==================== vec_exec_sequencer
==> vec_exec_sequencer/clk_routes.png <==
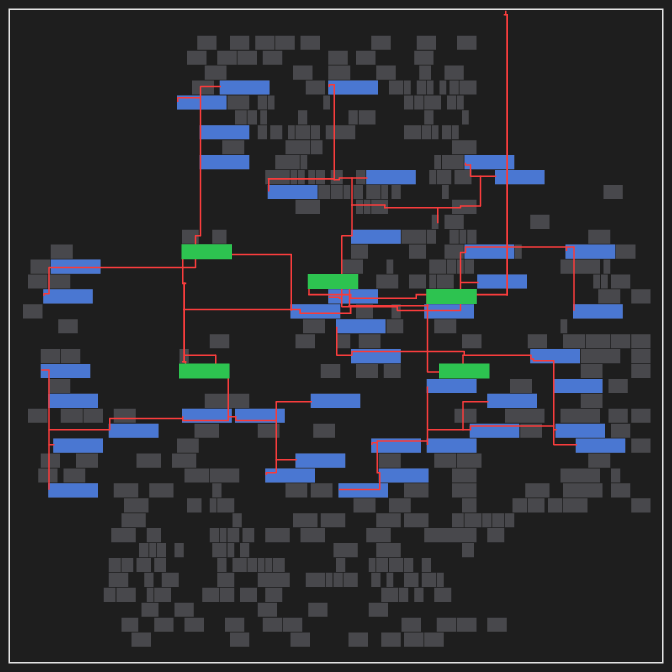
==> vec_exec_sequencer/placement_by_type.png <==
Bar = 20 um.
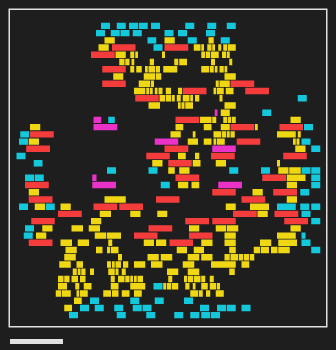
<file path="config.mk">
export PLATFORM = sky130hd
export DESIGN_NAME = vec_exec_sequencer
export DESIGN_NICKNAME = d
export VERILOG_FILES = /design/src/rtl/vec_pkg.sv /design/src/rtl/vec_addr_gen.sv /design/src/rtl/vec_exec_sequencer.sv
export SDC_FILE = /design/constraint.sdc
export NUM_CORES = 1
export LEC_CHECK = 0
export CAP_MARGIN = 20
export CORE_MARGIN = 2
export CORE_UTILIZATION = 23
export DETAILED_ROUTE_END_ITERATION = 10
export PLACE_DENSITY = 0.5
export SYNTH_ARGS = -nofsm -noshare
export SYNTH_HDL_FRONTEND = slang
export SYNTH_SLANG_ARGS = --single-unit
</file>
<file path="constraint.sdc">
create_clock -name clk -period 10.1 [get_ports clk]
set_clock_uncertainty 0.2 [all_clocks]
set_input_delay 1.515 -clock clk [delete_from_list [all_inputs] [get_ports clk]]
set_output_delay 1.515 -clock clk [all_outputs]
set_load 0.05 [all_outputs]
</file>
<file path="src/rtl/vec_pkg.sv">
// Shared definitions for the vector execution path: opcodes, element count and
// the sequencer state encoding.
package vec_pkg;
   localparam logic [3:0] OP_VADD = 4'd0;
   localparam logic [3:0] OP_VDOT = 4'd1;
   localparam logic [3:0] OP_SMUL = 4'd2;
   localparam logic [3:0] OP_SST  = 4'd3;
   localparam logic [3:0] OP_VLD  = 4'd4;
   localparam logic [3:0] OP_VST  = 4'd5;
   localparam logic [3:0] OP_SLL  = 4'd6;
   localparam logic [3:0] OP_SLH  = 4'd7;
   localparam logic [3:0] OP_J    = 4'd8;
   localparam logic [3:0] OP_NOP  = 4'd15;

   localparam int NUM_ELEM = 16;
   localparam int ADDR_W   = 16;

   typedef enum logic [1:0] {IDLE, SINGLE, RUN, DONE} seq_state_t;
endpackage

</file>
<file path="src/rtl/vec_addr_gen.sv">
// Memory address generator: base + sign-extended 6-bit offset + element index,
// wrapping modulo 2^16. Shared with the scalar load/store path.
module vec_addr_gen
   import vec_pkg::*;
(
   input  logic [ADDR_W-1:0] base,
   input  logic [5:0]        offset,
   input  logic [3:0]        idx,
   output logic [ADDR_W-1:0] addr
);
   assign addr = base + {{(ADDR_W-6){offset[5]}}, offset} + {{(ADDR_W-4){1'b0}}, idx};
endmodule

</file>
<file path="src/rtl/vec_exec_sequencer.sv">
// Steps a decoded instruction across the 16 vector elements, producing
// per-element register-file / memory strobes and a completion pulse.
module vec_exec_sequencer
   import vec_pkg::*;
(
   input  logic              clk,
   input  logic              rst_n,
   input  logic              instr_valid,
   output logic              instr_ready,
   input  logic [3:0]        functype,
   input  logic [4:0]        cycle_count,
   input  logic              v_en,
   input  logic              s_en,
   input  logic [2:0]        dst_addr,
   input  logic [5:0]        offset,
   input  logic [ADDR_W-1:0] scalar_base,
   output logic [3:0]        elem_idx,
   output logic [ADDR_W-1:0] mem_addr,
   output logic              mem_re,
   output logic              mem_we,
   output logic              vrf_we,
   output logic [3:0]        vrf_elem,
   output logic              srf_we,
   output logic [2:0]        rf_waddr,
   output logic              pc_load,
   output logic              busy,
   output logic              done
);
   seq_state_t        state;
   logic [4:0]        cnt;
   logic [4:0]        cc_q;
   logic [3:0]        ft_q;
   logic              v_en_q;
   logic              s_en_q;
   logic [2:0]        dst_q;
   logic [5:0]        off_q;
   logic [ADDR_W-1:0] base_q;
   logic [4:0]        cnt_m1;
   logic              unused_v_en;

   always_ff @(posedge clk or negedge rst_n) begin
      if (!rst_n) begin
         state  <= IDLE;
         cnt    <= '0;
         cc_q   <= '0;
         ft_q   <= '0;
         v_en_q <= 1'b0;
         s_en_q <= 1'b0;
         dst_q  <= '0;
         off_q  <= '0;
         base_q <= '0;
      end else begin
         case (state)
            IDLE: if (instr_valid) begin
               ft_q   <= functype;
               cc_q   <= cycle_count;
               v_en_q <= v_en;
               s_en_q <= s_en;
               dst_q  <= dst_addr;
               off_q  <= offset;
               base_q <= scalar_base;
               cnt    <= '0;
               state  <= (cycle_count == 5'd0) ? SINGLE : RUN;
            end
            SINGLE: state <= IDLE;
            RUN: begin
               if (cnt == cc_q) state <= DONE;
               else             cnt   <= cnt + 5'd1;
            end
            DONE: begin
               cnt   <= '0;
               state <= IDLE;
            end
            default: state <= IDLE;
         endcase
      end
   end

   // Vector strobes are opcode-driven; v_en is held only alongside the other fields.
   assign unused_v_en = v_en_q;

   vec_addr_gen u_addr_gen (
      .base   (base_q),
      .offset (off_q),
      .idx    (cnt[3:0]),
      .addr   (mem_addr)
   );

   assign cnt_m1      = cnt - 5'd1;
   assign elem_idx    = cnt[3:0];
   assign rf_waddr    = dst_q;
   assign instr_ready = (state == IDLE);
   assign busy        = (state != IDLE);

   always_comb begin
      mem_re   = 1'b0;
      mem_we   = 1'b0;
      vrf_we   = 1'b0;
      vrf_elem = '0;
      srf_we   = 1'b0;
      pc_load  = 1'b0;
      done     = 1'b0;
      case (state)
         SINGLE: begin
            done = 1'b1;
            case (ft_q)
               OP_SLL, OP_SLH: srf_we  = s_en_q;
               OP_J:           pc_load = 1'b1;
               OP_SST:         mem_we  = 1'b1;
               default: ;
            endcase
         end
         RUN: begin
            case (ft_q)
               OP_VADD, OP_SMUL: begin
                  vrf_we   = 1'b1;
                  vrf_elem = cnt[3:0];
               end
               OP_VST: mem_we = 1'b1;
               // Load data returns one cycle after the read, so writeback trails by one element.
               OP_VLD: begin
                  mem_re = ~cnt[4];
                  if (cnt != 5'd0) begin
                     vrf_we   = 1'b1;
                     vrf_elem = cnt_m1[3:0];
                  end
               end
               default: ;
            endcase
         end
         DONE: begin
            done   = 1'b1;
            srf_we = (ft_q == OP_VDOT);
         end
         default: ;
      endcase
   end
endmodule

</file>
==> results.json <==
{
  "placement.setup.worst_slack_ns": 4.65,
  "inverters_excl_clock": 12,
  "cts_root_buf": "sky130_fd_sc_hd__clkbuf_16",
  "layoutNonFillerInstCount": 528,
  "vias": 2429,
  "post-dp-hpwl_um": 5530,
  "cts_tree": "yes",
  "most_common_cell": "sky130_fd_sc_hd__dfrtp_1",
  "ctsHtreeMaxLevel": 2,
  "postCtsSetupBuffers": 0,
  "result_of_the_run": "finished clean",
  "synth.top_cells.by_count": "sky130_fd_sc_hd__dfrtp_1 (42), sky130_fd_sc_hd__mux2_2 (37), sky130_fd_sc_hd__ha_1 (32)",
  "cts_buffers": 5,
  "initial_antenna_violation_count": 0,
  "syn-cell-area_mm2": 0.00303,
  "syn-num-nets": 361,
  "route.detailed.drc": 0,
  "final_common_cell": "sky130_fd_sc_hd__clkdlybuf4s50_1",
  "synthDominantCellAreaShare": 0.346,
  "ant_nets": 0,
  "dp_cells": 519,
  "ys_sh_xor": 0.0507,
  "pin_count": 74
}
About vec_exec_sequencer/clk_routes.png:
[red] clock wires | length: 713 um
[green] clock drivers | count: 5
[blue] flip-flops | count: 42
routed clock nets: 6
clock latency on the worst-skew pair: 0.29 ns

About vec_exec_sequencer/placement_by_type.png:
[yellow] combinational and other logic | cells: 232 | share of their area: 50%
[magenta] clock drivers and dummy loads | cells: 8 | share of their area: 3.7%
[cyan] remaining buffers and delay cells | cells: 74 | share of their area: 19%
[red] sequential cells | cells: 42 | share of their area: 27%
register share of the cell area: 0.258
Util after Layout: 0.319
Placeable Area: 0.0128 mm2


==================== hamming_decoder_rx
## src/rtl/hamming_decoder_rx_pkg.sv

```systemverilog
// rtl/hamming_decoder_rx_pkg.sv - shared Hamming(7,4) codeword positions, widths and decoder states
package hamming_decoder_rx_pkg;

  // Codeword and message widths
  localparam int CW_W  = 7;
  localparam int MSG_W = 4;

  // 1-based positions in code[1:7] = {p1,p2,d1,p3,d2,d3,d4}; the encoder uses the same map
  localparam int P1 = 1;
  localparam int P2 = 2;
  localparam int D1 = 3;
  localparam int P3 = 4;
  localparam int D2 = 5;
  localparam int D3 = 6;
  localparam int D4 = 7;

  typedef enum logic [1:0] {
    SHIFT  = 2'd0,
    DECODE = 2'd1,
    OUT    = 2'd2
  } state_t;

endpackage

```

## src/rtl/hamming_syndrome_fix.sv

```systemverilog
// rtl/hamming_syndrome_fix.sv - combinational syndrome, single-bit correction and data extraction
module hamming_syndrome_fix
  import hamming_decoder_rx_pkg::*;
(
  input  logic [1:CW_W]  code,
  output logic [2:0]     syndrome,
  output logic [1:CW_W]  fixed,
  output logic [1:MSG_W] msg
);

  // Syndrome bits are parity checks over the positions whose index has that bit set
  always_comb begin
    syndrome[0] = code[P1] ^ code[D1] ^ code[D2] ^ code[D4];
    syndrome[1] = code[P2] ^ code[D1] ^ code[D3] ^ code[D4];
    syndrome[2] = code[P3] ^ code[D2] ^ code[D3] ^ code[D4];
  end

  // Flip the bit the syndrome points at; syndrome 0 matches no position so the word passes through
  always_comb begin
    fixed = code;
    for (int i = 1; i <= CW_W; i++) begin
      fixed[i] = code[i] ^ (syndrome == 3'(i));
    end
  end

  // Data bits come from the corrected word, so a parity-position hit leaves msg untouched
  always_comb begin
    msg = {fixed[D1], fixed[D2], fixed[D3], fixed[D4]};
  end

endmodule

```

## src/rtl/hamming_decoder_rx.sv

```systemverilog
// rtl/hamming_decoder_rx.sv - serial Hamming(7,4) receiver with correction; HAMMING_ERR_CNT_EN adds err_cnt
module hamming_decoder_rx
  import hamming_decoder_rx_pkg::*;
#(
  parameter int MSB_FIRST = 1,
  parameter int CNT_W     = 8
)
(
  input  logic             clk,
  input  logic             rst,
  input  logic             in_bit,
  input  logic             in_valid,
  output logic             in_ready,
  output logic [1:MSG_W]   msg,
  output logic [2:0]       syndrome,
  output logic             corrected,
  output logic             out_valid,
  input  logic             out_ready
`ifdef HAMMING_ERR_CNT_EN
  ,
  output logic [CNT_W-1:0] err_cnt
`endif
);

  state_t              state_q;
  state_t              state_d;
  logic [2:0]          bit_cnt;
  logic [1:CW_W]       code_q;
  logic [2:0]          slot;
  logic                accept;
  logic [2:0]          fix_syndrome;
  logic [1:CW_W]       fix_code;
  logic [1:MSG_W]      fix_msg;

  hamming_syndrome_fix u_fix (
    .code     (code_q),
    .syndrome (fix_syndrome),
    .fixed    (fix_code),
    .msg      (fix_msg)
  );

  assign accept = in_valid && in_ready;
  assign slot   = (MSB_FIRST != 0) ? (bit_cnt + 3'd1) : (3'd7 - bit_cnt);

  // Next state and handshake outputs; OUT never bypasses straight back into a new bit
  always_comb begin
    state_d   = state_q;
    in_ready  = 1'b0;
    out_valid = 1'b0;
    case (state_q)
      SHIFT: begin
        in_ready = 1'b1;
        if (in_valid && (bit_cnt == 3'd6)) state_d = DECODE;
      end
      DECODE: begin
        state_d = OUT;
      end
      OUT: begin
        out_valid = 1'b1;
        if (out_ready) state_d = SHIFT;
      end
      default: begin
        state_d = SHIFT;
      end
    endcase
  end

  // State, bit counter and shift register; reset discards any partial frame
  always_ff @(posedge clk) begin
    if (rst) begin
      state_q <= SHIFT;
      bit_cnt <= 3'd0;
      code_q  <= '0;
    end else begin
      state_q <= state_d;
      if (accept) begin
        code_q[slot] <= in_bit;
        bit_cnt      <= (bit_cnt == 3'd6) ? 3'd0 : (bit_cnt + 3'd1);
      end
    end
  end

  // Result registers load once in DECODE and hold through OUT
  always_ff @(posedge clk) begin
    if (rst) begin
      msg       <= '0;
      syndrome  <= 3'd0;
      corrected <= 1'b0;
    end else if (state_q == DECODE) begin
      msg       <= fix_msg;
      syndrome  <= fix_syndrome;
      corrected <= (fix_syndrome != 3'd0);
    end
  end

`ifdef HAMMING_ERR_CNT_EN
  // Saturating count of decoded words that needed a correction
  always_ff @(posedge clk) begin
    if (rst) begin
      err_cnt <= '0;
    end else if ((state_q == DECODE) && (fix_syndrome != 3'd0) && (err_cnt != '1)) begin
      err_cnt <= err_cnt + 1'b1;
    end
  end
`endif

endmodule
```

## config.mk

```make
export PLATFORM = sky130hd
export DESIGN_NAME = hamming_decoder_rx
export DESIGN_NICKNAME = d
export VERILOG_FILES = /design/src/rtl/hamming_decoder_rx_pkg.sv /design/src/rtl/hamming_syndrome_fix.sv /design/src/rtl/hamming_decoder_rx.sv
export SDC_FILE = /design/constraint.sdc
export NUM_CORES = 1
export LEC_CHECK = 0
export ABC_AREA = 1
export CAP_MARGIN = 15
export CORE_UTILIZATION = 57
export CTS_BUF_LIST = sky130_fd_sc_hd__clkbuf_8 sky130_fd_sc_hd__clkbuf_16
export CTS_CLUSTER_SIZE = 40
export DETAILED_ROUTE_END_ITERATION = 8
export HOLD_SLACK_MARGIN = 0.06
export PLACE_DENSITY = 0.81
export SETUP_SLACK_MARGIN = 0.1
export SLEW_MARGIN = 20
export SYNTH_ARGS = -nofsm -noshare
export SYNTH_HDL_FRONTEND = slang
export SYNTH_SLANG_ARGS = --single-unit
export TNS_END_PERCENT = 50
```

## constraint.sdc

```tcl
create_clock -name clk -period 2.9 [get_ports clk]
set_input_delay 0.29 -clock clk [delete_from_list [all_inputs] [get_ports clk]]
set_output_delay 0.29 -clock clk [all_outputs]
set_load 0.005 [all_outputs]
```

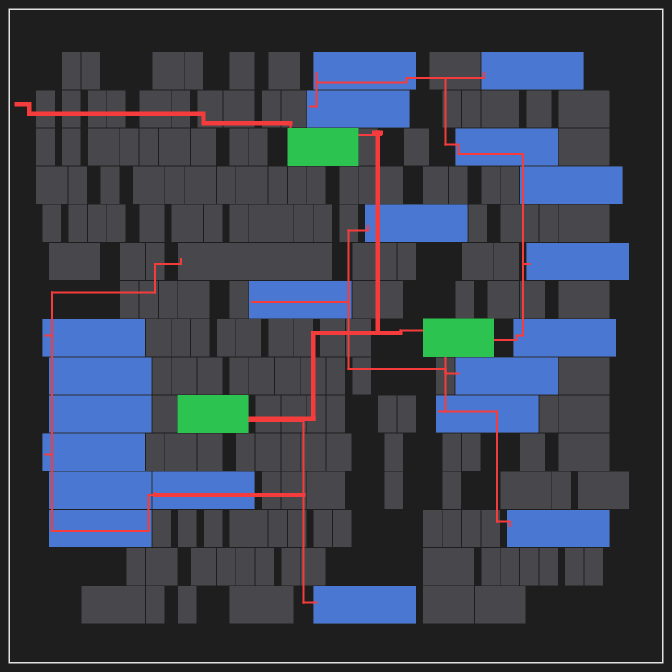
(hamming_decoder_rx/clk_routes.png)
[green] clock drivers | count: 3
[red] clock wires | length: 224 um
[blue] flip-flops | count: 20
routed clock nets: 4
clock network power: 0.280 mW
clock latency on the worst-skew pair: 0.27 ns
Fin Clk Skew: 0.00656 ns
clock network power share: 0.434

==> results.json <==
{
  "syn-num-nets": 186,
  "grt_first_pass_wirelength_um": 4010,
  "power.share.switching": 0.238,
  "clock_area_frac": 0.0528,
  "layout.clock_buffers": 3,
  "timing.slew.headroom": 0.437,
  "synth.top_cells.by_count": "sky130_fd_sc_hd__nand2_1 (41), sky130_fd_sc_hd__inv_1 (28), sky130_fd_sc_hd__nor2_1 (22)",
  "area_growth_pct": 19.7,
  "floorplan.tapcells": 25,
  "wl_on_met1_um": 1140,
  "critical_path.reg2reg.endpoint": "msg[4]",
  "syn-cell-area_mm2": 0.00113,
  "hold_path_class": "flop to flop",
  "cp.arrival_ns": 1.83,
  "flop-count": 20,
  "ff_type": "sky130_fd_sc_hd__dfxtp_1",
  "transition_time_at_the_pin_with_the_least_slew_margin_ns": 0.841,
  "pin_count_of_the_biggest_net_entering_global_routing": 15,
  "ctsHtreeMaxLevel": 1,
  "global_route.usage.met1": 0.336,
  "p_seq_mw": 0.287,
  "dp_cells": 215,
  "result_of_the_run": "finished clean",
  "multi_input_comb_area_um2": 581,
  "hold_path_end": "syndrome[2]",
  "worstSetupPathType": "flop to flop",
  "timing.final.crit_period_ns": 1.66,
  "static-leakage-power_nw": 0.654,
  "timing.critical_path.cells": "inv_1 -> nor2_1 -> inv_1 -> a21oi_1 -> o21ai_0 -> nand2_1 -> inv_1",
  "gate_power_share": 0.122,
  "most_common_cell": "sky130_fd_sc_hd__nand2_1",
  "sh_comb_area": 0.430,
  "highest_routed_metal_layer": "met4",
  "drv_cap": 0,
  "post-route-worst-setup-slack_ns": 1.24,
  "fmax_mhz": 604,
  "layout.core_utilization": 0.758,
  "grt_setup_unrepaired": "no",
  "logic_family": "simple AND/OR/NAND/NOR gates",
  "clkSinkCount": 20,
  "register_share_of_the_cell_area": 0.296,
  "finalWirelength_um": 2500,
  "cts_root_buf": "sky130_fd_sc_hd__clkbuf_8",
  "power.switching_mw": 0.153,
  "first_global_vias": 957
}
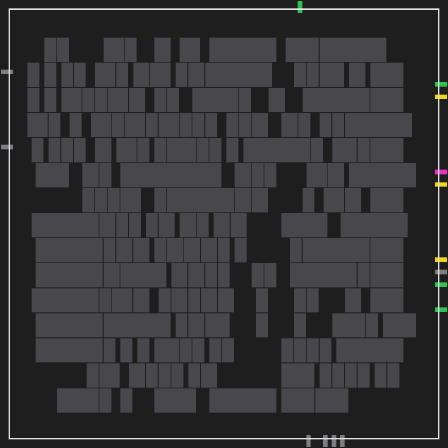
(hamming_decoder_rx/io_placement.png)
Pins as bars across the die edge, other pins in gray.
[green] `msg` | pins: 4 | direction: output | edge: 3 east, 1 north
[magenta] `corrected` | pins: 1 | direction: output | edge: east
[yellow] `syndrome` | pins: 3 | direction: output | edge: east
all pins by edge: 8 east, 4 south, 2 west, 1 north
vertical die dimension: 46.5 um
overall die width: 46.5 um
PortBufs: 14



==> layout pictures side by side <==
Clock nets.
image #1
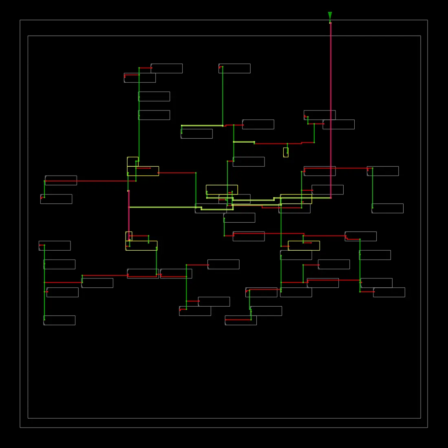
image #2
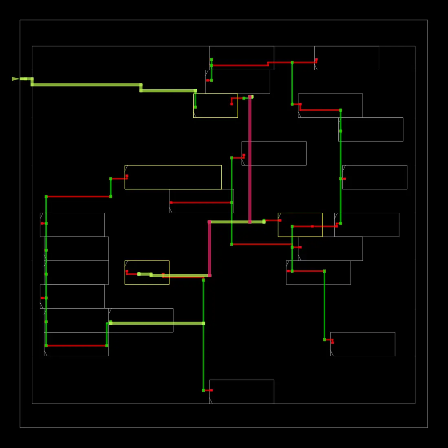
For hamming_decoder_rx, see image #2.
For vec_exec_sequencer, see image #1.
Of these, most clock buffers: image #1
Of these, most sequential cells: image #1

Power figures rest on the tool's default switching activity, not on a simulated workload.
